######## move_collision_unit ########
[config.mk]
export PLATFORM = sky130hd
export DESIGN_NAME = move_collision_unit
export DESIGN_NICKNAME = d
export VERILOG_FILES = /design/src/rtl/move_collision_unit.sv
export SDC_FILE = /design/constraint.sdc
export NUM_CORES = 1
export LEC_CHECK = 0
export CAP_MARGIN = 10
export CORE_MARGIN = 3
export CORE_UTILIZATION = 30
export DETAILED_ROUTE_END_ITERATION = 6
export PLACE_DENSITY = 0.53
export SETUP_SLACK_MARGIN = 0.5
export SKIP_CTS_REPAIR_TIMING = 1
export SLEW_MARGIN = 20
export SYNTH_ARGS = -nofsm -noshare
export SYNTH_HDL_FRONTEND = slang
export SYNTH_SLANG_ARGS = --single-unit
[constraint.sdc]
create_clock -name clk -period 3.4 [get_ports clk]
set_input_delay 0.51 -clock clk [delete_from_list [all_inputs] [get_ports clk]]
set_output_delay 0.51 -clock clk [all_outputs]
set_load 0.01 [all_outputs]
[src/rtl/move_collision_unit.sv]
// Round-robin one-step move checker for maze sprites: computes the target tile
// with horizontal tunnel wrap, probes the wall map and reports accept/reject per sprite.
module move_collision_unit #(
    parameter int N_CH  = 4,
    parameter int STEP  = 8,
    parameter int X_MAX = 640,
    parameter int Y_MAX = 480,
    parameter int XW    = 10,
    parameter int YW    = 9
) (
    input  logic                 clk,
    input  logic                 rst,
    input  logic [N_CH-1:0]      req,
    input  logic [2*N_CH-1:0]    dir,
    input  logic [XW*N_CH-1:0]   pos_x,
    input  logic [YW*N_CH-1:0]   pos_y,
    output logic                 map_rd,
    output logic [XW-1:0]        map_x,
    output logic [YW-1:0]        map_y,
    input  logic                 map_wall,
    output logic [N_CH-1:0]      done,
    output logic [N_CH-1:0]      ok,
    output logic [XW*N_CH-1:0]   new_x,
    output logic [YW*N_CH-1:0]   new_y,
    output logic                 busy
);

    localparam int CW = (N_CH > 1) ? $clog2(N_CH) : 1;
    localparam logic [XW:0] STEP_X  = (XW+1)'(STEP);
    localparam logic [XW:0] X_MAX_X = (XW+1)'(X_MAX);
    localparam logic [YW:0] STEP_Y  = (YW+1)'(STEP);
    localparam logic [YW:0] Y_MAX_Y = (YW+1)'(Y_MAX);

    typedef enum logic [2:0] {IDLE, CALC, PROBE, WAIT, DONE} state_t;

    state_t          state_reg, state_next;
    logic [CW-1:0]   ptr_reg, ch_reg;
    logic [1:0]      dir_reg;
    logic [XW-1:0]   px_reg, tx_reg;
    logic [YW-1:0]   py_reg, ty_reg;
    logic            rej_reg;
    logic            map_rd_reg;
    logic [XW-1:0]   map_x_reg;
    logic [YW-1:0]   map_y_reg;
    logic [N_CH-1:0] done_reg, ok_reg;
    logic [XW-1:0]   new_x_reg [N_CH];
    logic [YW-1:0]   new_y_reg [N_CH];

    logic [1:0]      dir_ch [N_CH];
    logic [XW-1:0]   px_ch  [N_CH];
    logic [YW-1:0]   py_ch  [N_CH];

    genvar gi;
    generate
        for (gi = 0; gi < N_CH; gi++) begin : g_ch
            assign dir_ch[gi] = dir[2*gi +: 2];
            assign px_ch[gi]  = pos_x[XW*gi +: XW];
            assign py_ch[gi]  = pos_y[YW*gi +: YW];
            assign new_x[XW*gi +: XW] = new_x_reg[gi];
            assign new_y[YW*gi +: YW] = new_y_reg[gi];
        end
    endgenerate

    assign map_rd = map_rd_reg;
    assign map_x  = map_x_reg;
    assign map_y  = map_y_reg;
    assign done   = done_reg;
    assign ok     = ok_reg;
    assign busy   = (state_reg != IDLE);

    // Round-robin grant: scan far-to-near so the nearest set bit after ptr wins.
    logic          grant_valid;
    logic [CW-1:0] grant_idx;
    always_comb begin
        grant_valid = 1'b0;
        grant_idx   = '0;
        for (int i = N_CH; i >= 1; i--) begin
            if (req[CW'((int'(ptr_reg) + i) % N_CH)]) begin
                grant_valid = 1'b1;
                grant_idx   = CW'((int'(ptr_reg) + i) % N_CH);
            end
        end
    end

    // Target computation, one bit wider than the coordinates so nothing truncates.
    logic [XW:0] px_w, x_sum, tx_c;
    logic [YW:0] py_w, y_sum, ty_c;
    logic        rej_c;
    always_comb begin
        px_w  = {1'b0, px_reg};
        py_w  = {1'b0, py_reg};
        x_sum = px_w + STEP_X;
        y_sum = py_w + STEP_Y;
        tx_c  = px_w;
        ty_c  = py_w;
        rej_c = (px_w >= X_MAX_X) || (py_w >= Y_MAX_Y);
        case (dir_reg)
            2'b00: begin
                ty_c = py_w - STEP_Y;
                if (py_w < STEP_Y) rej_c = 1'b1;
            end
            2'b01: begin
                ty_c = y_sum;
                if (y_sum >= Y_MAX_Y) rej_c = 1'b1;
            end
            2'b10: tx_c = (px_w >= STEP_X) ? (px_w - STEP_X) : (px_w + X_MAX_X - STEP_X);
            default: tx_c = (x_sum < X_MAX_X) ? x_sum : (x_sum - X_MAX_X);
        endcase
        // A target that cannot be represented in the coordinate width is never legal.
        if (tx_c[XW] || ty_c[YW]) rej_c = 1'b1;
    end

    always_ff @(posedge clk or negedge rst) begin
        if (!rst) state_reg <= IDLE;
        else      state_reg <= state_next;
    end

    // Rejected moves still walk PROBE/WAIT (with the map untouched) so that
    // every completion has the same latency.
    always_comb begin
        state_next = state_reg;
        case (state_reg)
            IDLE:    if (grant_valid) state_next = CALC;
            CALC:    state_next = PROBE;
            PROBE:   state_next = WAIT;
            WAIT:    state_next = DONE;
            DONE:    state_next = IDLE;
            default: state_next = IDLE;
        endcase
    end

    always_ff @(posedge clk or negedge rst) begin
        if (!rst) begin
            ptr_reg    <= CW'(N_CH - 1);
            ch_reg     <= '0;
            dir_reg    <= '0;
            px_reg     <= '0;
            py_reg     <= '0;
            tx_reg     <= '0;
            ty_reg     <= '0;
            rej_reg    <= 1'b0;
            map_rd_reg <= 1'b0;
            map_x_reg  <= '0;
            map_y_reg  <= '0;
            done_reg   <= '0;
            ok_reg     <= '0;
            for (int i = 0; i < N_CH; i++) begin
                new_x_reg[i] <= '0;
                new_y_reg[i] <= '0;
            end
        end else begin
            map_rd_reg <= 1'b0;
            done_reg   <= '0;
            case (state_reg)
                IDLE: begin
                    if (grant_valid) begin
                        ch_reg  <= grant_idx;
                        ptr_reg <= grant_idx;
                        dir_reg <= dir_ch[grant_idx];
                        px_reg  <= px_ch[grant_idx];
                        py_reg  <= py_ch[grant_idx];
                    end
                end
                CALC: begin
                    tx_reg  <= tx_c[XW-1:0];
                    ty_reg  <= ty_c[YW-1:0];
                    rej_reg <= rej_c;
                    if (!rej_c) begin
                        map_rd_reg <= 1'b1;
                        map_x_reg  <= tx_c[XW-1:0];
                        map_y_reg  <= ty_c[YW-1:0];
                    end
                end
                WAIT: begin
                    // map_wall answers the PROBE-cycle read; results land as DONE begins.
                    done_reg[ch_reg] <= 1'b1;
                    ok_reg[ch_reg]   <= ~(rej_reg | map_wall);
                    if (rej_reg || map_wall) begin
                        new_x_reg[ch_reg] <= px_reg;
                        new_y_reg[ch_reg] <= py_reg;
                    end else begin
                        new_x_reg[ch_reg] <= tx_reg;
                        new_y_reg[ch_reg] <= ty_reg;
                    end
                end
                default: ;
            endcase
        end
    end

endmodule

######## stage_sequencer_flat ########
--- config.mk ---
export PLATFORM = sky130hd
export DESIGN_NAME = stage_sequencer_flat
export DESIGN_NICKNAME = d
export VERILOG_FILES = /design/src/rtl/stage_sequencer_if.sv /design/src/rtl/stage_sequencer.sv /design/src/flat_wrapper.sv
export SDC_FILE = /design/constraint.sdc
export NUM_CORES = 1
export LEC_CHECK = 0
export ABC_AREA = 1
export CAP_MARGIN = 10
export CORE_MARGIN = 8
export CORE_UTILIZATION = 40
export DETAILED_ROUTE_END_ITERATION = 12
export GPL_TIMING_DRIVEN = 0
export PLACE_DENSITY = 0.73
export REMOVE_ABC_BUFFERS = 1
export SYNTH_ARGS = -nofsm -noshare
export SYNTH_HDL_FRONTEND = slang
export SYNTH_SLANG_ARGS = --single-unit
--- constraint.sdc ---
create_clock -name clk -period 4.4 [get_ports clk]
set_input_delay 0.66 -clock clk [delete_from_list [all_inputs] [get_ports clk]]
set_output_delay 0.66 -clock clk [all_outputs]
set_load 0.01 [all_outputs]
--- src/rtl/stage_sequencer_if.sv ---
// Control bundle between the read-stage instruction register and the stage clock-enable fabric.
interface stage_sequencer_if #(
  parameter int NSTAGES = 5
);
  logic               alive;
  logic [31:0]        instr_rd;
  logic [31:0]        branch_data;
  logic [NSTAGES-1:0] stage_en;
  logic [1:0]         pcsel;
  logic               halted;

  modport master (output alive, instr_rd, branch_data, input stage_en, pcsel, halted);
  modport slave  (input alive, instr_rd, branch_data, output stage_en, pcsel, halted);
endinterface

--- src/rtl/stage_sequencer.sv ---
// Stage-enable sequencer for the pipelined Beta: RAW scoreboard stalls, one-bubble branch resolve, EXIT drain.
// Defining STAGE_SEQ_PERF_EN adds saturating stall_cycles / bubble_cycles counter ports.
//
// state   | meaning
// RUN     | normal issue; read stage stalls on RAW hazards
// RESOLVE | branch sits in ALU; drive pcsel and refetch
// HALT    | EXIT issued; fetch stopped, pipeline draining
module stage_sequencer #(
  parameter int NSTAGES = 5,
  parameter int CNT_W   = 32
) (
  input  logic             clk,
  input  logic             rst,
  stage_sequencer_if.slave seq
`ifdef STAGE_SEQ_PERF_EN
  ,
  output logic [CNT_W-1:0] stall_cycles,
  output logic [CNT_W-1:0] bubble_cycles
`endif
);

  localparam logic [5:0] OP_ST   = 6'h19;
  localparam logic [5:0] OP_JMP  = 6'h1B;
  localparam logic [5:0] OP_BEQ  = 6'h1D;
  localparam logic [5:0] OP_BNE  = 6'h1E;
  localparam logic [5:0] OP_EXIT = 6'h3F;
  localparam logic [NSTAGES-1:0] OCC_RST = {{(NSTAGES-1){1'b0}}, 1'b1};

  if (NSTAGES < 4 || NSTAGES > 8 || CNT_W < 1) begin : g_bad_param
    $error("stage_sequencer: NSTAGES must be 4..8 and CNT_W positive");
  end

  typedef enum logic [1:0] {
    RUN     = 2'd0,
    RESOLVE = 2'd1,
    HALT    = 2'd2
  } state_t;

  state_t                  state_q, state_d;
  logic [NSTAGES-1:0]      occ_q, occ_d, stage_en;
  logic [NSTAGES-1:2]      wr_q;
  logic [NSTAGES-1:2][4:0] dst_q;
  logic [1:0]              br_q, br_code, pcsel;
  logic [5:0]              opcode;
  logic [4:0]              rc, ra, rb;
  logic                    is_st, is_exit, is_ctrl, use_rb;
  logic                    raw, hazard, ctrl, exit_rd, stall, taken, wr_new;
  logic                    unused_lsbs;

  assign opcode  = seq.instr_rd[31:26];
  assign rc      = seq.instr_rd[25:21];
  assign ra      = seq.instr_rd[20:16];
  assign rb      = seq.instr_rd[15:11];
  assign is_st   = (opcode == OP_ST);
  assign is_exit = (opcode == OP_EXIT);
  assign is_ctrl = (opcode == OP_JMP) || (opcode == OP_BEQ) || (opcode == OP_BNE);
  assign use_rb  = (seq.instr_rd[31:30] == 2'b10);
  assign unused_lsbs = ^seq.instr_rd[10:0];

  // A store's Rc is a data source, not a destination.
  always_comb begin
    raw = 1'b0;
    for (int k = 2; k < NSTAGES; k++) begin
      if (wr_q[k] && ((ra != 5'd31 && ra == dst_q[k]) ||
                      (use_rb && rb != 5'd31 && rb == dst_q[k]) ||
                      (is_st && rc != 5'd31 && rc == dst_q[k])))
        raw = 1'b1;
    end
  end

  assign hazard  = occ_q[1] & ~is_exit & raw;
  assign ctrl    = occ_q[1] & is_ctrl;
  assign exit_rd = occ_q[1] & is_exit;
  assign wr_new  = ~is_st & ~is_exit & (rc != 5'd31);

  always_comb begin
    case (opcode)
      OP_JMP:  br_code = 2'b10;
      OP_BEQ:  br_code = 2'b01;
      OP_BNE:  br_code = 2'b11;
      default: br_code = 2'b00;
    endcase
  end

  assign taken = (br_q == 2'b10) ||
                 (br_q == 2'b01 && seq.branch_data == '0) ||
                 (br_q == 2'b11 && seq.branch_data != '0);

  always_comb begin
    state_d  = state_q;
    stage_en = occ_q;
    pcsel    = 2'b00;
    stall    = 1'b0;
    case (state_q)
      RUN: begin
        if (hazard) begin
          stage_en[1:0] = 2'b00;
          stall         = 1'b1;
        end else if (ctrl) begin
          stage_en[0] = 1'b0;
          state_d     = RESOLVE;
        end else if (exit_rd) begin
          stage_en[0] = 1'b0;
          state_d     = HALT;
        end
      end
      RESOLVE: begin
        stage_en[0] = 1'b1;
        if (taken) pcsel = br_q;
        state_d = RUN;
      end
      HALT: stage_en[0] = 1'b0;
      default: state_d = RUN;
    endcase
  end

  // A stall holds fetch/read in place and lets a bubble into stage 2.
  always_comb begin
    occ_d    = {stage_en[NSTAGES-2:0], 1'b0};
    occ_d[0] = (state_q != HALT);
    if (stall) occ_d[1] = occ_q[1];
  end

  always_ff @(posedge clk or posedge rst) begin
    if (rst) begin
      state_q <= RUN;
      occ_q   <= OCC_RST;
    end else if (!seq.alive) begin
      state_q <= RUN;
      occ_q   <= OCC_RST;
    end else begin
      state_q <= state_d;
      occ_q   <= occ_d;
    end
  end

  always_ff @(posedge clk or posedge rst) begin
    if (rst) begin
      wr_q  <= '0;
      dst_q <= '0;
      br_q  <= 2'b00;
    end else if (!seq.alive) begin
      wr_q  <= '0;
      dst_q <= '0;
      br_q  <= 2'b00;
    end else begin
      wr_q[2] <= stage_en[1] & wr_new;
      if (stage_en[1]) dst_q[2] <= rc;
      for (int k = 3; k < NSTAGES; k++) begin
        wr_q[k] <= stage_en[k-1] & wr_q[k-1];
        if (stage_en[k-1]) dst_q[k] <= dst_q[k-1];
      end
      if (state_q == RUN && state_d == RESOLVE) br_q <= br_code;
    end
  end

`ifdef STAGE_SEQ_PERF_EN
  always_ff @(posedge clk or posedge rst) begin
    if (rst) begin
      stall_cycles  <= '0;
      bubble_cycles <= '0;
    end else if (!seq.alive) begin
      stall_cycles  <= '0;
      bubble_cycles <= '0;
    end else begin
      if (stall && stall_cycles != '1) stall_cycles <= stall_cycles + CNT_W'(1);
      if (state_q == RESOLVE && bubble_cycles != '1) bubble_cycles <= bubble_cycles + CNT_W'(1);
    end
  end
`endif

  assign seq.stage_en = stage_en;
  assign seq.pcsel    = pcsel;
  assign seq.halted   = (state_q == HALT) && (occ_q == '0);

endmodule

--- src/flat_wrapper.sv ---
// flat-port wrapper written by rule: the top's interface ports become plain ports
module stage_sequencer_flat 
#(
  parameter int NSTAGES = 5,
  parameter int CNT_W   = 32
)
  (clk, rst, seq_alive, seq_instr_rd, seq_branch_data, seq_stage_en, seq_pcsel, seq_halted);
  stage_sequencer_if #(.NSTAGES(NSTAGES)) seq_i ();
  input  logic clk;
  input  logic rst;
  input wire logic [$bits(seq_i.alive)-1:0] seq_alive;
  input wire logic [$bits(seq_i.instr_rd)-1:0] seq_instr_rd;
  input wire logic [$bits(seq_i.branch_data)-1:0] seq_branch_data;
  output wire logic [$bits(seq_i.stage_en)-1:0] seq_stage_en;
  output wire logic [$bits(seq_i.pcsel)-1:0] seq_pcsel;
  output wire logic [$bits(seq_i.halted)-1:0] seq_halted;
  assign seq_i.alive = seq_alive;
  assign seq_i.instr_rd = seq_instr_rd;
  assign seq_i.branch_data = seq_branch_data;
  assign seq_stage_en = seq_i.stage_en;
  assign seq_pcsel = seq_i.pcsel;
  assign seq_halted = seq_i.halted;
  stage_sequencer #(.NSTAGES(NSTAGES), .CNT_W(CNT_W)) u_core (.clk(clk), .rst(rst), .seq(seq_i));
endmodule
######## trace_filter_config_loader ########
==> config.mk <==
export PLATFORM = sky130hd
export DESIGN_NAME = trace_filter_config_loader
export DESIGN_NICKNAME = d
export VERILOG_FILES = /design/src/rtl/trace_filter_config_loader_pkg.sv /design/src/rtl/trace_filter_config_loader_cfg_word_assembler.sv /design/src/rtl/trace_filter_config_loader.sv
export SDC_FILE = /design/constraint.sdc
export NUM_CORES = 1
export LEC_CHECK = 0
export CORE_ASPECT_RATIO = 0.6
export CORE_MARGIN = 5
export CORE_UTILIZATION = 53
export CTS_CLUSTER_DIAMETER = 120
export DETAILED_ROUTE_END_ITERATION = 16
export HOLD_SLACK_MARGIN = 0.1
export MAX_ROUTING_LAYER = met4
export PLACE_DENSITY = 0.85
export SETUP_SLACK_MARGIN = 0.2
export SYNTH_ARGS = -nofsm -noshare
export SYNTH_HDL_FRONTEND = slang
export SYNTH_SLANG_ARGS = --single-unit
==> constraint.sdc <==
create_clock -name clk -period 5.3 [get_ports clk]
set_input_delay 0.53 -clock clk [delete_from_list [all_inputs] [get_ports clk]]
set_output_delay 0.53 -clock clk [all_outputs]
set_load 0.02 [all_outputs]
==> src/rtl/trace_filter_config_loader_pkg.sv <==
`default_nettype none
// ============================================================================
// Package     : trace_filter_cfg_pkg
// Description : Opcodes, header field positions and FSM states for the trace
//               filter configuration loader.
// Revision    : 1.0 - initial release
// ============================================================================
package trace_filter_cfg_pkg;

    typedef enum logic [3:0] {
        OP_WRITE_SEED  = 4'd1,
        OP_WRITE_RANGE = 4'd2,
        OP_CLEAR_ALL   = 4'd3
    } opcode_e;

    localparam int c_OPC_LSB       = 28;
    localparam int c_OPC_W         = 4;
    localparam int c_SEED_IDX_LSB  = 8;
    localparam int c_RANGE_IDX_LSB = 0;
    localparam int c_IDX_W         = 8;
    localparam int c_UB_LSB        = 16;

    typedef enum logic [2:0] {
        S_IDLE       = 3'd0,
        S_SEED_DATA  = 3'd1,
        S_RANGE_DATA = 3'd2,
        S_COMMIT     = 3'd3,
        S_CLEAR      = 3'd4,
        S_SETTLE     = 3'd5,
        S_DRAIN      = 3'd6
    } state_e;

    function automatic logic idx_in_range(input logic [c_IDX_W-1:0] idx, input int limit);
        return int'({{(32-c_IDX_W){1'b0}}, idx}) < limit;
    endfunction

endpackage
`default_nettype wire

==> src/rtl/trace_filter_config_loader_cfg_word_assembler.sv <==
`default_nettype none
// ============================================================================
// Module      : cfg_word_assembler
// Description : Shifts WORD_WIDTH words LS-word first into a DATA_WIDTH
//               register; o_done flags the shift that completes the value.
// Revision    : 1.0 - initial release
// ============================================================================
module cfg_word_assembler #(
    parameter int DATA_WIDTH = 512,
    parameter int WORD_WIDTH = 32
) (
    input  logic                  clk,
    input  logic                  rst_n,
    input  logic                  i_clear,
    input  logic                  i_shift,
    input  logic [WORD_WIDTH-1:0] i_word,
    output logic [DATA_WIDTH-1:0] o_data,
    output logic                  o_done
);

    localparam int c_WORDS = DATA_WIDTH / WORD_WIDTH;
    localparam int c_CNT_W = (c_WORDS > 1) ? $clog2(c_WORDS) : 1;

    logic [c_CNT_W-1:0]    r_count;
    logic [DATA_WIDTH-1:0] r_data;
    logic                  w_last;

    assign w_last = (r_count == c_CNT_W'(c_WORDS - 1));
    assign o_done = i_shift & w_last;
    assign o_data = r_data;

    always_ff @(posedge clk or negedge rst_n) begin
        if (!rst_n) begin
            r_count <= '0;
        end else if (i_clear) begin
            r_count <= '0;
        end else if (i_shift) begin
            r_count <= w_last ? '0 : r_count + c_CNT_W'(1);
        end
    end

    generate
        if (c_WORDS > 1) begin : g_multi
            // New words enter at the top so the first word ends up at bit 0.
            always_ff @(posedge clk or negedge rst_n) begin
                if (!rst_n) begin
                    r_data <= '0;
                end else if (i_clear) begin
                    r_data <= '0;
                end else if (i_shift) begin
                    r_data <= {i_word, r_data[DATA_WIDTH-1:WORD_WIDTH]};
                end
            end
        end else begin : g_single
            always_ff @(posedge clk or negedge rst_n) begin
                if (!rst_n) begin
                    r_data <= '0;
                end else if (i_clear) begin
                    r_data <= '0;
                end else if (i_shift) begin
                    r_data <= i_word;
                end
            end
        end
    endgenerate

endmodule
`default_nettype wire

==> src/rtl/trace_filter_config_loader.sv <==
`default_nettype none
// ============================================================================
// Module      : trace_filter_config_loader
// Description : Decodes the config stream into seed/range writes and bulk
//               clears, gating the filter enable while updates are in flight.
// Revision    : 1.0 - initial release
// ============================================================================
module trace_filter_config_loader
    import trace_filter_cfg_pkg::*;
#(
    parameter int DETERMINISTIC_DATA_WIDTH = 512,
    parameter int CFG_WIDTH                = 32,
    parameter int NUM_OF_SEEDS             = 1,
    parameter int RANGES_PER_SEED          = 1,
    parameter int SEEDS_ADDR_WIDTH         = 1,
    parameter int RANGES_ADDR_WIDTH        = 1,
    parameter int BIT_COUNTS_WIDTH         = 10,
    parameter int SETTLE_CYCLES            = 2
) (
    input  logic                                clk,
    input  logic                                rst_n,
    input  logic [CFG_WIDTH-1:0]                cfg_data,
    input  logic                                cfg_valid,
    output logic                                cfg_ready,
    input  logic                                trace_en_in,
    input  logic                                err_clear,
    output logic                                filter_en,
    output logic [DETERMINISTIC_DATA_WIDTH-1:0] seed_input,
    output logic [SEEDS_ADDR_WIDTH-1:0]         seed_address,
    output logic                                seed_write_enable,
    output logic [BIT_COUNTS_WIDTH-1:0]         lower_bound_input,
    output logic [BIT_COUNTS_WIDTH-1:0]         upper_bound_input,
    output logic [RANGES_ADDR_WIDTH-1:0]        range_address,
    output logic                                range_write_enable,
    output logic                                busy,
    output logic                                cmd_done,
    output logic                                err_opcode,
    output logic                                err_index
);

    localparam int c_WORDS   = DETERMINISTIC_DATA_WIDTH / CFG_WIDTH;
    localparam int c_CNT_MAX = (c_WORDS > SETTLE_CYCLES) ? c_WORDS : SETTLE_CYCLES;
    localparam int c_CNT_W   = $clog2(c_CNT_MAX + 1);

    state_e                        r_state;
    logic [c_CNT_W-1:0]            r_cnt;
    logic [SEEDS_ADDR_WIDTH-1:0]   r_seed_addr;
    logic [RANGES_ADDR_WIDTH-1:0]  r_range_addr;
    logic [BIT_COUNTS_WIDTH-1:0]   r_lower;
    logic [BIT_COUNTS_WIDTH-1:0]   r_upper;
    logic                          r_seed_we;
    logic                          r_range_we;
    logic                          r_cmd_done;
    logic                          r_err_op;
    logic                          r_err_idx;
    logic                          r_filter_en;

    logic                          w_accept;
    opcode_e                       w_opcode;
    logic [c_IDX_W-1:0]            w_seed_idx;
    logic [c_IDX_W-1:0]            w_range_idx;
    logic                          w_seed_ok;
    logic                          w_range_ok;
    logic                          w_asm_clear;
    logic                          w_asm_shift;
    logic                          w_asm_done;
    logic [DETERMINISTIC_DATA_WIDTH-1:0] w_asm_data;
    logic                          w_last_range;
    logic                          w_last_seed;

    assign cfg_ready = (r_state == S_IDLE) || (r_state == S_SEED_DATA) ||
                       (r_state == S_RANGE_DATA) || (r_state == S_DRAIN);
    assign w_accept  = cfg_valid & cfg_ready;

    assign w_opcode    = opcode_e'(cfg_data[c_OPC_LSB +: c_OPC_W]);
    assign w_seed_idx  = cfg_data[c_SEED_IDX_LSB +: c_IDX_W];
    assign w_range_idx = cfg_data[c_RANGE_IDX_LSB +: c_IDX_W];
    assign w_seed_ok   = idx_in_range(w_seed_idx, NUM_OF_SEEDS);
    assign w_range_ok  = idx_in_range(w_range_idx, RANGES_PER_SEED);

    // Every header wipes the assembler, so a CLEAR also drives seed_input to 0.
    assign w_asm_clear = w_accept && (r_state == S_IDLE);
    assign w_asm_shift = w_accept && (r_state == S_SEED_DATA);

    assign w_last_range = (r_range_addr == RANGES_ADDR_WIDTH'(RANGES_PER_SEED - 1));
    assign w_last_seed  = (r_seed_addr == SEEDS_ADDR_WIDTH'(NUM_OF_SEEDS - 1));

    cfg_word_assembler #(
        .DATA_WIDTH (DETERMINISTIC_DATA_WIDTH),
        .WORD_WIDTH (CFG_WIDTH)
    ) u_assembler (
        .clk     (clk),
        .rst_n   (rst_n),
        .i_clear (w_asm_clear),
        .i_shift (w_asm_shift),
        .i_word  (cfg_data),
        .o_data  (w_asm_data),
        .o_done  (w_asm_done)
    );

    always_ff @(posedge clk or negedge rst_n) begin
        if (!rst_n) begin
            r_state      <= S_IDLE;
            r_cnt        <= '0;
            r_seed_addr  <= '0;
            r_range_addr <= '0;
            r_lower      <= '0;
            r_upper      <= '0;
            r_seed_we    <= 1'b0;
            r_range_we   <= 1'b0;
            r_cmd_done   <= 1'b0;
            r_err_op     <= 1'b0;
            r_err_idx    <= 1'b0;
            r_filter_en  <= 1'b0;
        end else begin
            r_cmd_done  <= 1'b0;
            r_filter_en <= trace_en_in & (r_state == S_IDLE);
            // Placed first so an error raised below in the same cycle wins.
            if (err_clear) begin
                r_err_op  <= 1'b0;
                r_err_idx <= 1'b0;
            end
            case (r_state)
                S_IDLE: begin
                    if (w_accept) begin
                        case (w_opcode)
                            OP_WRITE_SEED: begin
                                if (w_seed_ok) begin
                                    r_seed_addr <= w_seed_idx[SEEDS_ADDR_WIDTH-1:0];
                                    r_state     <= S_SEED_DATA;
                                end else begin
                                    r_err_idx <= 1'b1;
                                    r_cnt     <= c_CNT_W'(c_WORDS);
                                    r_state   <= S_DRAIN;
                                end
                            end
                            OP_WRITE_RANGE: begin
                                if (w_seed_ok && w_range_ok) begin
                                    r_seed_addr  <= w_seed_idx[SEEDS_ADDR_WIDTH-1:0];
                                    r_range_addr <= w_range_idx[RANGES_ADDR_WIDTH-1:0];
                                    r_state      <= S_RANGE_DATA;
                                end else begin
                                    r_err_idx <= 1'b1;
                                    r_cnt     <= c_CNT_W'(1);
                                    r_state   <= S_DRAIN;
                                end
                            end
                            OP_CLEAR_ALL: begin
                                r_seed_addr  <= '0;
                                r_range_addr <= '0;
                                r_lower      <= '0;
                                r_upper      <= '1;
                                r_seed_we    <= 1'b1;
                                r_range_we   <= 1'b1;
                                r_state      <= S_CLEAR;
                            end
                            default: begin
                                r_err_op   <= 1'b1;
                                r_cmd_done <= 1'b1;
                            end
                        endcase
                    end
                end
                S_SEED_DATA: begin
                    if (w_asm_done) begin
                        r_seed_we <= 1'b1;
                        r_state   <= S_COMMIT;
                    end
                end
                S_RANGE_DATA: begin
                    if (w_accept) begin
                        r_lower    <= cfg_data[BIT_COUNTS_WIDTH-1:0];
                        r_upper    <= cfg_data[c_UB_LSB +: BIT_COUNTS_WIDTH];
                        r_range_we <= 1'b1;
                        r_state    <= S_COMMIT;
                    end
                end
                S_COMMIT: begin
                    r_seed_we  <= 1'b0;
                    r_range_we <= 1'b0;
                    r_cnt      <= '0;
                    r_state    <= S_SETTLE;
                end
                S_CLEAR: begin
                    if (w_last_range) begin
                        r_range_addr <= '0;
                        if (w_last_seed) begin
                            r_seed_we  <= 1'b0;
                            r_range_we <= 1'b0;
                            r_cnt      <= '0;
                            r_state    <= S_SETTLE;
                        end else begin
                            r_seed_addr <= r_seed_addr + SEEDS_ADDR_WIDTH'(1);
                        end
                    end else begin
                        r_range_addr <= r_range_addr + RANGES_ADDR_WIDTH'(1);
                    end
                end
                S_SETTLE: begin
                    if (r_cnt == c_CNT_W'(SETTLE_CYCLES - 1)) begin
                        r_cmd_done <= 1'b1;
                        r_state    <= S_IDLE;
                    end else begin
                        r_cnt <= r_cnt + c_CNT_W'(1);
                    end
                end
                S_DRAIN: begin
                    if (w_accept) begin
                        if (r_cnt == c_CNT_W'(1)) begin
                            r_cmd_done <= 1'b1;
                            r_state    <= S_IDLE;
                        end else begin
                            r_cnt <= r_cnt - c_CNT_W'(1);
                        end
                    end
                end
                default: r_state <= S_IDLE;
            endcase
        end
    end

    assign busy               = (r_state != S_IDLE);
    assign filter_en          = r_filter_en;
    assign seed_input         = w_asm_data;
    assign seed_address       = r_seed_addr;
    assign seed_write_enable  = r_seed_we;
    assign lower_bound_input  = r_lower;
    assign upper_bound_input  = r_upper;
    assign range_address      = r_range_addr;
    assign range_write_enable = r_range_we;
    assign cmd_done           = r_cmd_done;
    assign err_opcode         = r_err_op;
    assign err_index          = r_err_idx;

endmodule
`default_nettype wire

######## decode_stage_sb ########
===== config.mk =====
export PLATFORM = sky130hd
export DESIGN_NAME = decode_stage_sb
export DESIGN_NICKNAME = d
export VERILOG_FILES = /design/src/rtl/decode_stage_sb.sv
export SDC_FILE = /design/constraint.sdc
export NUM_CORES = 1
export LEC_CHECK = 0
export ABC_AREA = 0
export CAP_MARGIN = 20
export CORE_MARGIN = 1.5
export CORE_UTILIZATION = 25
export DETAILED_ROUTE_END_ITERATION = 8
export MAX_ROUTING_LAYER = met4
export SLEW_MARGIN = 20
export SYNTH_ARGS = -nofsm -noshare
export SYNTH_HDL_FRONTEND = slang
export SYNTH_SLANG_ARGS = --single-unit

===== constraint.sdc =====
create_clock -name clk -period 24.1 [get_ports clk]
set_clock_uncertainty 0.15 [all_clocks]
set_input_delay 2.41 -clock clk [delete_from_list [all_inputs] [get_ports clk]]
set_output_delay 2.41 -clock clk [all_outputs]
set_load 0.05 [all_outputs]

===== src/rtl/decode_stage_sb.sv =====
// rtl/decode_stage_sb.sv - decode stage with register file, busy-bit scoreboard and writeback port
//
// Purpose:
//   Splits an instruction into opcode | isel | r0 | r1 | imm, reads its operands
//   from a 2**W_RD x W_OPR register file, and issues it one cycle later.
//   Instructions wait while an operand or the destination is still being produced,
//   which a busy-bit scoreboard tracks (one bit per register).
//
// Optional feature:
//   DECODE_STAGE_SB_BYPASS_EN - when defined, the writeback data is forwarded
//   into operands read in the same cycle. This also lifts the hazard for those
//   operands. When undefined, such a match stalls one cycle and the instruction
//   then reads the register file.
//
// Ports:
//   clk, reset            clock; asynchronous active-high reset
//   v_i, inst_i           incoming instruction and its valid
//   stall_i / stall_o     downstream stall in / upstream stall out (combinational)
//   v_o, opecode_o,       issued instruction: valid, opcode, operands,
//   opr0_o, opr1_o,       destination register and its write flag
//   wb_r_o, wb_en_o
//   wb_i, wb_r_i,         writeback strobe, register and data: writes the register
//   result_i              file and clears the register's busy bit

`timescale 1ns/1ps

module decode_stage_sb #(
  parameter int W_OPC = 4,
  parameter int W_RD  = 4,
  parameter int W_IMM = 19,
  parameter int W_OPR = 32,
  localparam int WORD = W_OPC + 1 + 2*W_RD + W_IMM
) (
  input  logic             clk,
  input  logic             reset,
  input  logic             v_i,
  input  logic [WORD-1:0]  inst_i,
  input  logic             stall_i,
  output logic             stall_o,
  output logic             v_o,
  output logic [W_OPC-1:0] opecode_o,
  output logic [W_OPR-1:0] opr0_o,
  output logic [W_OPR-1:0] opr1_o,
  output logic [W_RD-1:0]  wb_r_o,
  output logic             wb_en_o,
  input  logic             wb_i,
  input  logic [W_RD-1:0]  wb_r_i,
  input  logic [W_OPR-1:0] result_i
);

  localparam int NREG = 2**W_RD;

  logic [W_OPC-1:0] w_opc;
  logic             w_isel;
  logic [W_RD-1:0]  w_r0;
  logic [W_RD-1:0]  w_r1;
  logic [W_IMM-1:0] w_imm;

  assign {w_opc, w_isel, w_r0, w_r1, w_imm} = inst_i;

  logic [W_OPR-1:0] r_rf [NREG];
  logic [NREG-1:0]  r_busy;

  logic             w_writes;
  logic             w_busy0;
  logic             w_busy1;
  logic [W_OPR-1:0] w_rd0;
  logic [W_OPR-1:0] w_rd1;
  logic [W_OPR-1:0] w_opr1;
  logic             w_hazard;
  logic             w_issue;

  // Opcode 0 is a NOP: it never claims its destination.
  assign w_writes = |w_opc;

`ifdef DECODE_STAGE_SB_BYPASS_EN
  logic w_byp0;
  logic w_byp1;

  // A writeback landing this cycle both supplies the value and retires the
  // busy bit, so the matching operand neither waits nor reads stale data.
  assign w_byp0  = wb_i && (wb_r_i == w_r0);
  assign w_byp1  = wb_i && (wb_r_i == w_r1);
  assign w_busy0 = r_busy[w_r0] & ~w_byp0;
  assign w_busy1 = r_busy[w_r1] & ~w_byp1;
  assign w_rd0   = w_byp0 ? result_i : r_rf[w_r0];
  assign w_rd1   = w_byp1 ? result_i : r_rf[w_r1];
`else
  // Read-before-write: a same-cycle writeback is seen only on the next cycle.
  assign w_busy0 = r_busy[w_r0];
  assign w_busy1 = r_busy[w_r1];
  assign w_rd0   = r_rf[w_r0];
  assign w_rd1   = r_rf[w_r1];
`endif

  assign w_opr1 = w_isel ? {{(W_OPR-W_IMM){w_imm[W_IMM-1]}}, w_imm} : w_rd1;

  // busy[r0] covers both reading r0 and overwriting it; r1 matters only when
  // operand 1 comes from the register file.
  assign w_hazard = v_i & (w_busy0 | (~w_isel & w_busy1));
  assign stall_o  = stall_i | w_hazard;
  assign w_issue  = v_i & ~w_hazard & ~stall_i;

  always_ff @(posedge clk or posedge reset) begin
    if (reset) begin
      for (int i = 0; i < NREG; i++) r_rf[i] <= '0;
    end else if (wb_i) begin
      r_rf[wb_r_i] <= result_i;
    end
  end

  // Clear then set: when an issue claims the register being written back on
  // the same edge, the later assignment (the set) wins.
  always_ff @(posedge clk or posedge reset) begin
    if (reset) begin
      r_busy <= '0;
    end else begin
      if (wb_i) r_busy[wb_r_i] <= 1'b0;
      if (w_issue && w_writes) r_busy[w_r0] <= 1'b1;
    end
  end

  always_ff @(posedge clk or posedge reset) begin
    if (reset) begin
      v_o       <= 1'b0;
      opecode_o <= '0;
      opr0_o    <= '0;
      opr1_o    <= '0;
      wb_r_o    <= '0;
      wb_en_o   <= 1'b0;
    end else if (!stall_i) begin
      v_o <= w_issue;
      if (w_issue) begin
        opecode_o <= w_opc;
        opr0_o    <= w_rd0;
        opr1_o    <= w_opr1;
        wb_r_o    <= w_r0;
        wb_en_o   <= w_writes;
      end
    end
  end

endmodule



## Gallery

Cells coloured by class.
panel A
Scale bar: 100 um.
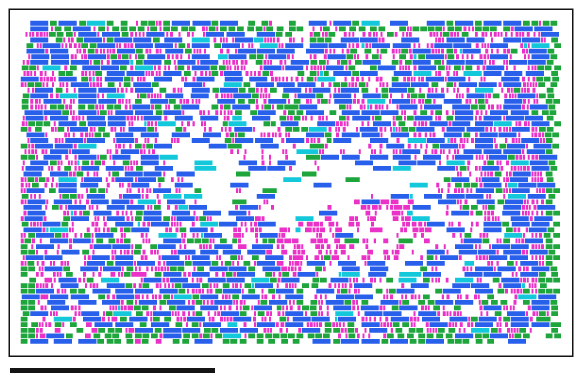
panel B
Scale bar: 20 um.
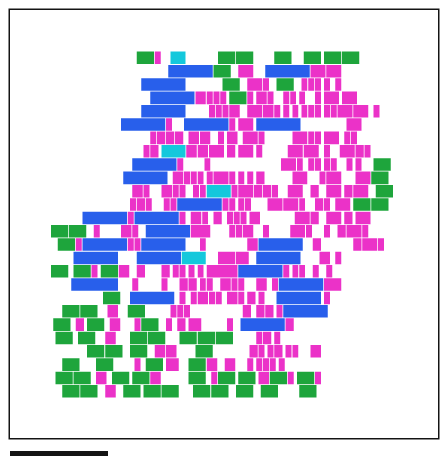
panel C
Scale bar: 50 um.
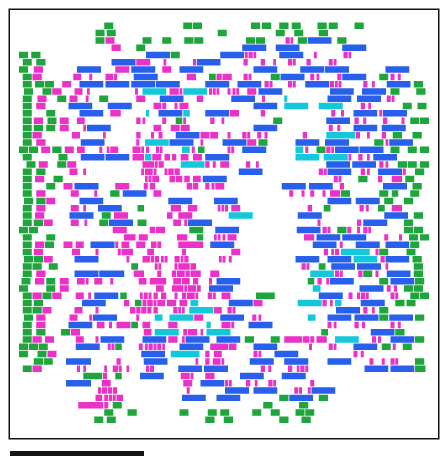
panel D
Scale bar: 100 um.
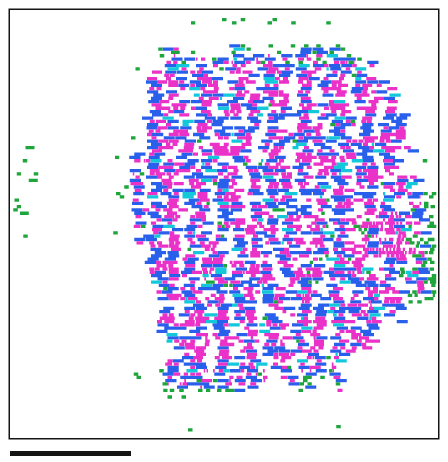
Panel D comes from decode_stage_sb.
Panel B comes from stage_sequencer_flat.
Panel C comes from move_collision_unit.
Panel A comes from trace_filter_config_loader.
The one with the lowest utilization is panel D.
The one with the fewest cells is panel B.

**decode_stage_sb: routed metal, one colour a layer**

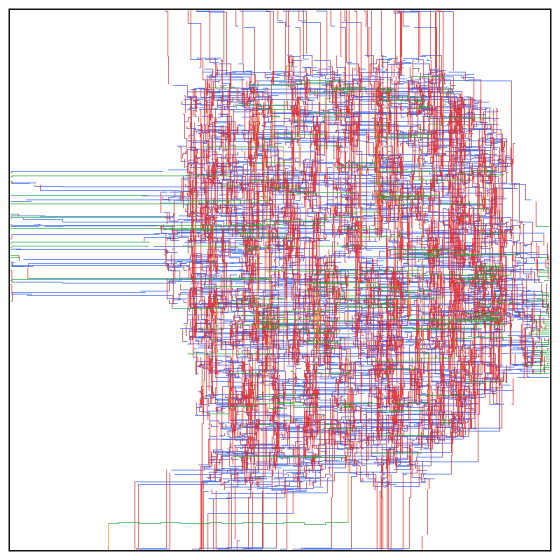
orange -> met4  # wire length 1850 um
green -> met3  # wire length 5770 um
red -> met2  # wire length 44.4 mm
blue -> met1  # wire length 39.3 mm
wire length per cell: 24.95 um
vias: 18490
gr usage total: 0.1498
final wirelength: 91400 um

**decode_stage_sb: floorplan with the power grid**

Scale bar: 100 um. Pins as bars on the die edge. Tap cells in grey.
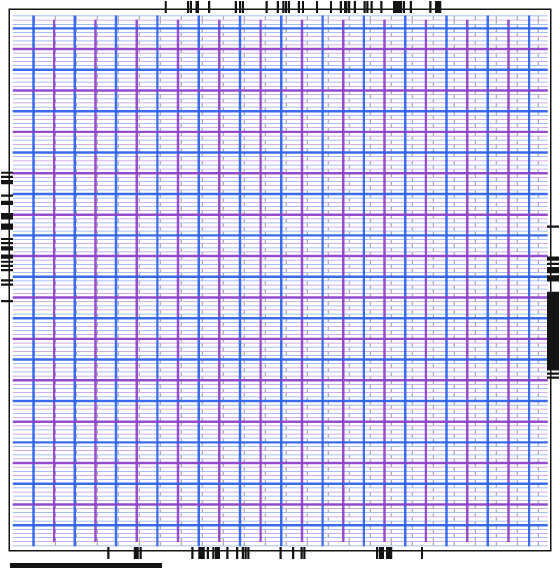
blue -> VSS
purple -> VDD
met5 straps = 25
met1 rails = 129
tap cells = 1625
met4 straps = 25
signal pins = 148
VDD IR-drop max: 0.05613 mV
CORE AREA: 0.1224 mm2
Die Y-Extent: 354.8 um

==> Slide: Implementation Results, decode_stage_sb <==
Run Summary

Run status
  • Outcome: finished, final reports clean

Clock network
  • CTS Buffer Depth: 3
  • CTS clk-pin slew, worst paths: 0.06 ns
  • CTS Buf Count: 66
  • CTS tree: yes
  • Root buf cell: clkbuf_16
  • Num Clock Sinks: 602

Placed design
  • Placed Cells incl. Taps: 3539
  • Placed inst area: 0.03392 mm2
  • RD Place Congestion: 0.7883

Synthesis
  • Comb area leader: multiplexers
  • Post-Syn Nets: 1990
  • Avg Cell Area, Syn: 16.14 um2
  • Commonest flop: dfrtp_1
  • Ys Warns: 0
  • Adder share: 0

Die
  • Fp util: 0.2529
  • Tap Cells: 1625
  • Io pins: 148
  • Chip area: 0.1259 mm2

GRT
  • GR Layer Usage met3: 0.03000
  • GR met1 Demand/Resource: 0.1937
  • Largest net degree at the start of global routing: 182
  • Grt peak-use layer: met2
  • GRT met2 Usage: 0.2388

Route
  • Drt drc: 0
  • DRT iter0 DRCs: 1512
  • Routed met1 length: 39340 um

Power and ir drop
  • Clock Power: 0.00105 W
  • Pint: 0.002431 W
  • Sequential share of power: 0.416
  • P_sw: 0.001075 W

Worst setup path
  • CP Depth: 8
  • Crit path to: stall_o
  • Startpoint of the worst register-to-register path: r_busy[3]
  • Worst endpoint required time: 21.54 ns

Worst hold path
  • Min-Delay Endpoint: opr0_o[0]

Cells and area
  • Layout cell share with drive strength beyond 1: 0.5167
  • Register name with the most flops: r_rf
  • Design Area, Final: 0.03621 mm2
  • Largest registers: r_rf: 512 flops, opr0_o: 32 flops, opr1_o: 32 flops
  • FF+latch area: 0.01506 mm2
  • # clk buffers: 101
  • Commonest Layout Cell: dfrtp_1

Timing
  • Hold Slack: 0.3592 ns
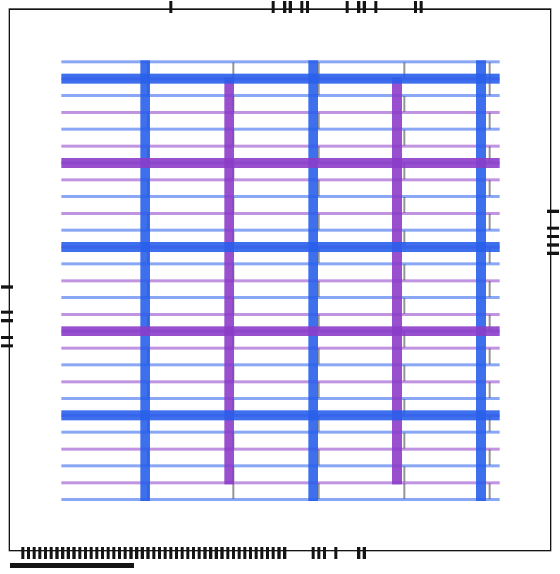
**Above:** stage_sequencer_flat (floorplan with the power grid).
Scale bar: 20 um. Pins as bars on the die edge. Tap cells in grey.
purple -> VDD
blue -> VSS
met5 straps = 5
signal pins = 75
CORE AREA: 0.005010 mm2
VDD IR-drop max: 0.1755 mV

==> Slide: Implementation Results, stage_sequencer_flat <==
Run Summary

Run status
  • Outcome: finished, final reports clean

Cells and area
  • Register name with the most flops: u_core.dst_q
  • Non-clk bufs: 63
  • # clk buffers: 3
  • Gate Area: 0.001162 mm2
  • Max reg flops: 15

Synthesis
  • Yosys xor share: 0.1595
  • Mux area share: 0
  • And+or+nand+nor area frac: 0.3639
  • Avg Cell Area, Syn: 7.055 um2
  • Synthesized area: 0.002032 mm2
  • Yosys stat area: 0.002032 mm2
  • Post-synth EDFFs: 0
  • Max-area cell share: 0.3202

Die
  • Die width: 87.28 um
  • Die Y-Extent: 87.28 um
  • Num rows: 26

Power and ir drop
  • Clock Power: 0.000149 W
  • Clk network pwr share: 0.268
  • Combinational share of power: 0.252
  • Leakage: 1.285 nW
  • Top Consumer: sequential cells

GRT
  • Largest net degree at the start of global routing: 28

Clock network
  • Post-CTS resize count: 0
  • # hold bufs at CTS: 0
  • Late-Pin Clk Latency: 0.28 ns
  • Htree depth: 1

Route
  • Drt drc: 0
  • DR WL met2: 2858 um
  • Highest routed metal layer: met4
  • Routed met1 length: 2356 um
  • Met3 wire length: 324 um

Worst hold path
  • Hold path startpoint: u_core.wr_q[2]

Worst setup path
  • Crit path to: seq_stage_en[0]
  • Critical path's top delay family: buffers and inverters
  • Worst Setup End Kind: output port

Placed design
  • Port bufs: 63
**trace_filter_config_loader: clock wires, drivers and flops**

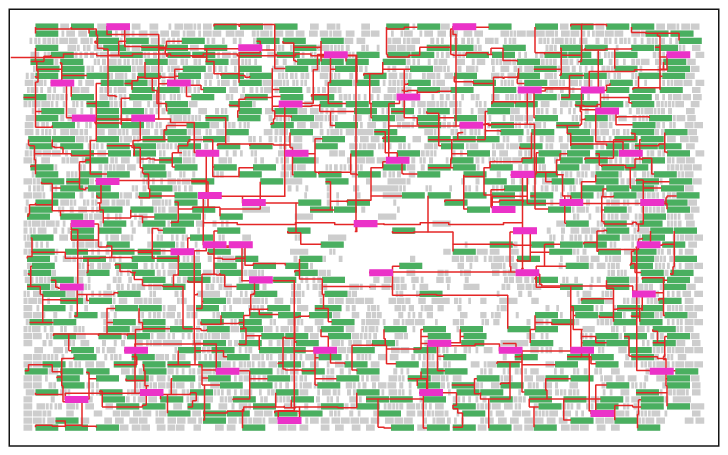
magenta -> cells driving clock nets  # count 50
red -> clock wires  # length 6510 um
green -> flip-flops  # count 552
flops lie = spread over the die
routed clock nets = 51
Post-Route Skew: 0.01906 ns
Clock Power: 0.00358 W
Late-Pin Clk Latency: 0.57 ns

==> Slide: Implementation Results, trace_filter_config_loader <==
Run Summary

Run status
  • Outcome: finished, final reports clean

Synthesis
  • #FFs+latches synth: 552
  • Count leader, synth: nand2_1
  • Avg Cell Area, Syn: 8.969 um2
  • Mux area share: 0.002431
  • Async set-reset flop share out of synthesis: 1.000
  • Yosys xor share: 0
  • Top cells by count: nand2_1 (1054), dfrtp_1 (552), nand3_1 (523)
  • Ys Warns: 0
  • Post-synthesis cell count: 2468

GRT
  • GR Layer Usage met3: 0.08746
  • Largest net degree at the start of global routing: 189
  • GRT met2 Usage: 0.5005
  • Vias in the first global route: 19430
  • Gr usage total: 0.3245
  • Grt peak-use layer: met2

Timing
  • Final Hold Viols: 0
  • RSZ-0062 raised after global routing: no
  • Hold Slack: 0.4703 ns
  • Post-layout period usage: 0.6824
  • Final Max-Slew Violation Tally: 0
  • Highest Clock Rate: 0.2765 GHz

Clock network
  • CTS Buf Count: 50
  • Root buf cell: clkbuf_16
  • Post-CTS resize count: 0

Cells and area
  • Final clock-cell share: 0.05260
  • Top Layout Cells: nand2_1 (1054), clkdlybuf4s50_1 (577), dfrtp_1 (551), nand3_1 (522), clkbuf_16 (51)
  • Layout cell share with drive strength beyond 1: 0.03402
  • Fin cells: 3539
  • Non-clk bufs: 599
  • Fin nets: 2977

Power and ir drop
  • P_sw: 0.005646 W
  • Total power: 0.01425 W
  • Sw Ratio: 0.3963
  • VDD IR-drop max: 0.3665 mV
  • Top Consumer: sequential cells
  • Pint: 0.008600 W

Worst setup path
  • R2r endpoint: u_assembler.o_data[147]
  • CP Depth: 4
  • Crit-path cells: clkinv_1 -> nor2_1 -> a21oi_1 -> clkdlybuf4s50_1
  • Startpoint of the worst register-to-register path: r_state[2]

Route
  • Drt drc: 0
  • Via/cell ratio: 5.662

Placed design
  • RD Place Congestion: 1.012

Die
  • Fp util: 0.5323
  • Die width: 273.8 um
  • Tap Cells: 570
  • Die Y-Extent: 168.3 um

Job
  • Max cap viols: 0

Worst hold path
  • Hold WC Path Type: register to register
  • Hold path startpoint: u_assembler.o_data[15]
**move_collision_unit: routed metal, one colour a layer**

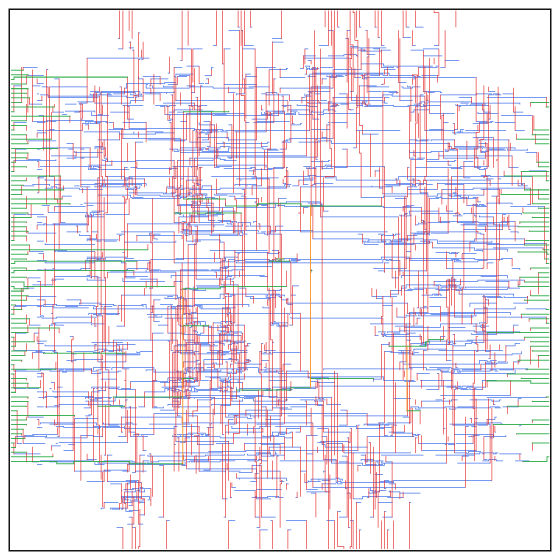
green -> met3  # wire length 1310 um
orange -> met4  # wire length 124 um
blue -> met1  # wire length 9230 um
red -> met2  # wire length 8270 um
gr usage total: 0.1507
vias: 5508

==> Slide: Implementation Results, move_collision_unit <==
Run Summary

Cells and area
  • Top Layout Cells: clkdlybuf4s50_1 (194), dfrtp_1 (149), nand2_1 (111), mux2i_1 (77), o21ai_0 (56)
  • Layout filler cell count: 2266
  • Top class by area: registers
  • Flop share of the area: 0.3800

Synthesis
  • Adder share: 0.01061
  • Avg Cell Area, Syn: 10.24 um2
  • And+or+nand+nor area frac: 0.1321
  • Yosys stat area: 0.007076 mm2
  • Area leader, netlist: dfrtp_1
  • Post-synthesis cell count: 691
  • Top cells by count: dfrtp_1 (150), nand2_1 (111), mux2i_1 (77)
  • #FFs+latches synth: 152

Power and ir drop
  • Top Consumer: combinational logic
  • Clk network pwr share: 0.194
  • Leakage: 4.402 nW
  • Logic power comb: 0.00452 W
  • Pint: 0.006140 W
  • Sw Ratio: 0.3805
  • Pwr/cell area: 989.1 mW/mm2

Route
  • Via/cell ratio: 4.590
  • Routed met1 length: 9231 um
  • Final wirelength: 18940 um

Placed design
  • Placed Cells incl. Taps: 1166

Timing
  • Post-Route Skew: 0.008469 ns
  • Final setup fails: 0
  • Final Max-Slew Violation Tally: 0

GRT
  • First-pass GRT wire length: 30730 um
  • Total gr overflow: 0
  • GR met1 Demand/Resource: 0.2073

Worst setup path
  • Startpoint of the worst register-to-register path: px_reg[5]
  • Critical path's top delay family: flip-flops

Die
  • Io pins: 196
  • CORE AREA: 0.02292 mm2
  • Die width: 159.6 um

Run status
  • Outcome: finished, final reports clean

Clock network
  • Num Clock Sinks: 152


==> gallery <==
Routing congestion map.
(a)
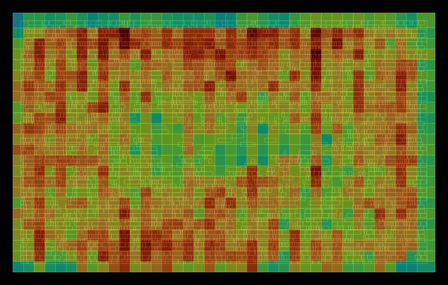
(b)
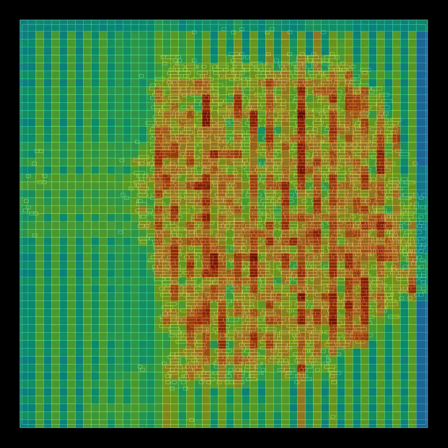
(c)
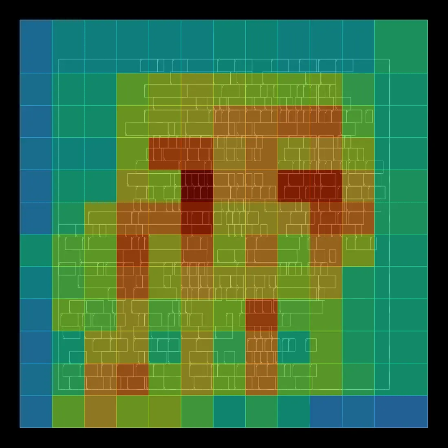
(d)
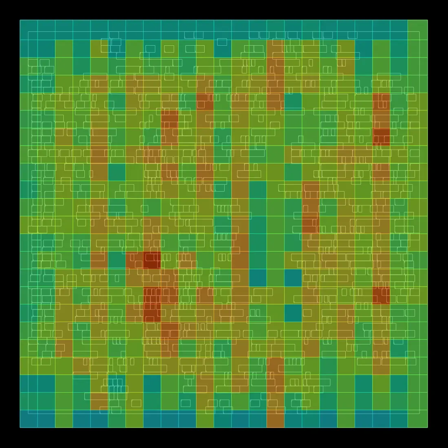
- least wire per cell: (c)
- most wire per cell: (b)
(c) -> stage_sequencer_flat
(d) -> move_collision_unit
(a) -> trace_filter_config_loader
(b) -> decode_stage_sb


## Gallery

Clock wires, drivers and flops.
shot_01.png
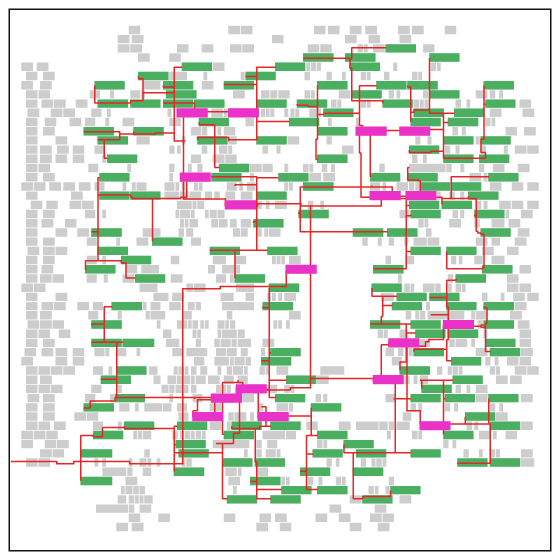
shot_02.png
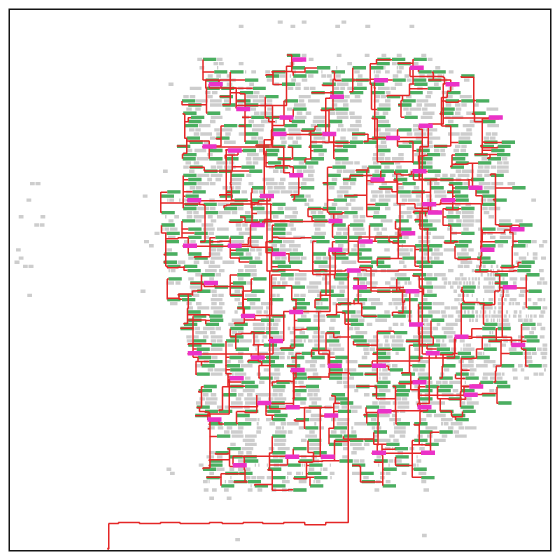
shot_03.png
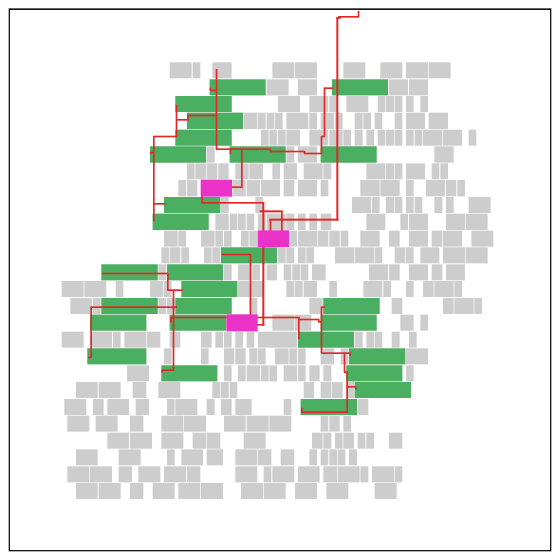
shot_02.png comes from decode_stage_sb.
shot_03.png comes from stage_sequencer_flat.
shot_01.png comes from move_collision_unit.

Key to shot_02.png:
green -> flip-flops  # count 602
magenta -> cells driving clock nets  # count 66
red -> clock wires  # length 8350 um
routed clock nets = 67

No activity file was given, so power comes from the tool's default toggle rates.
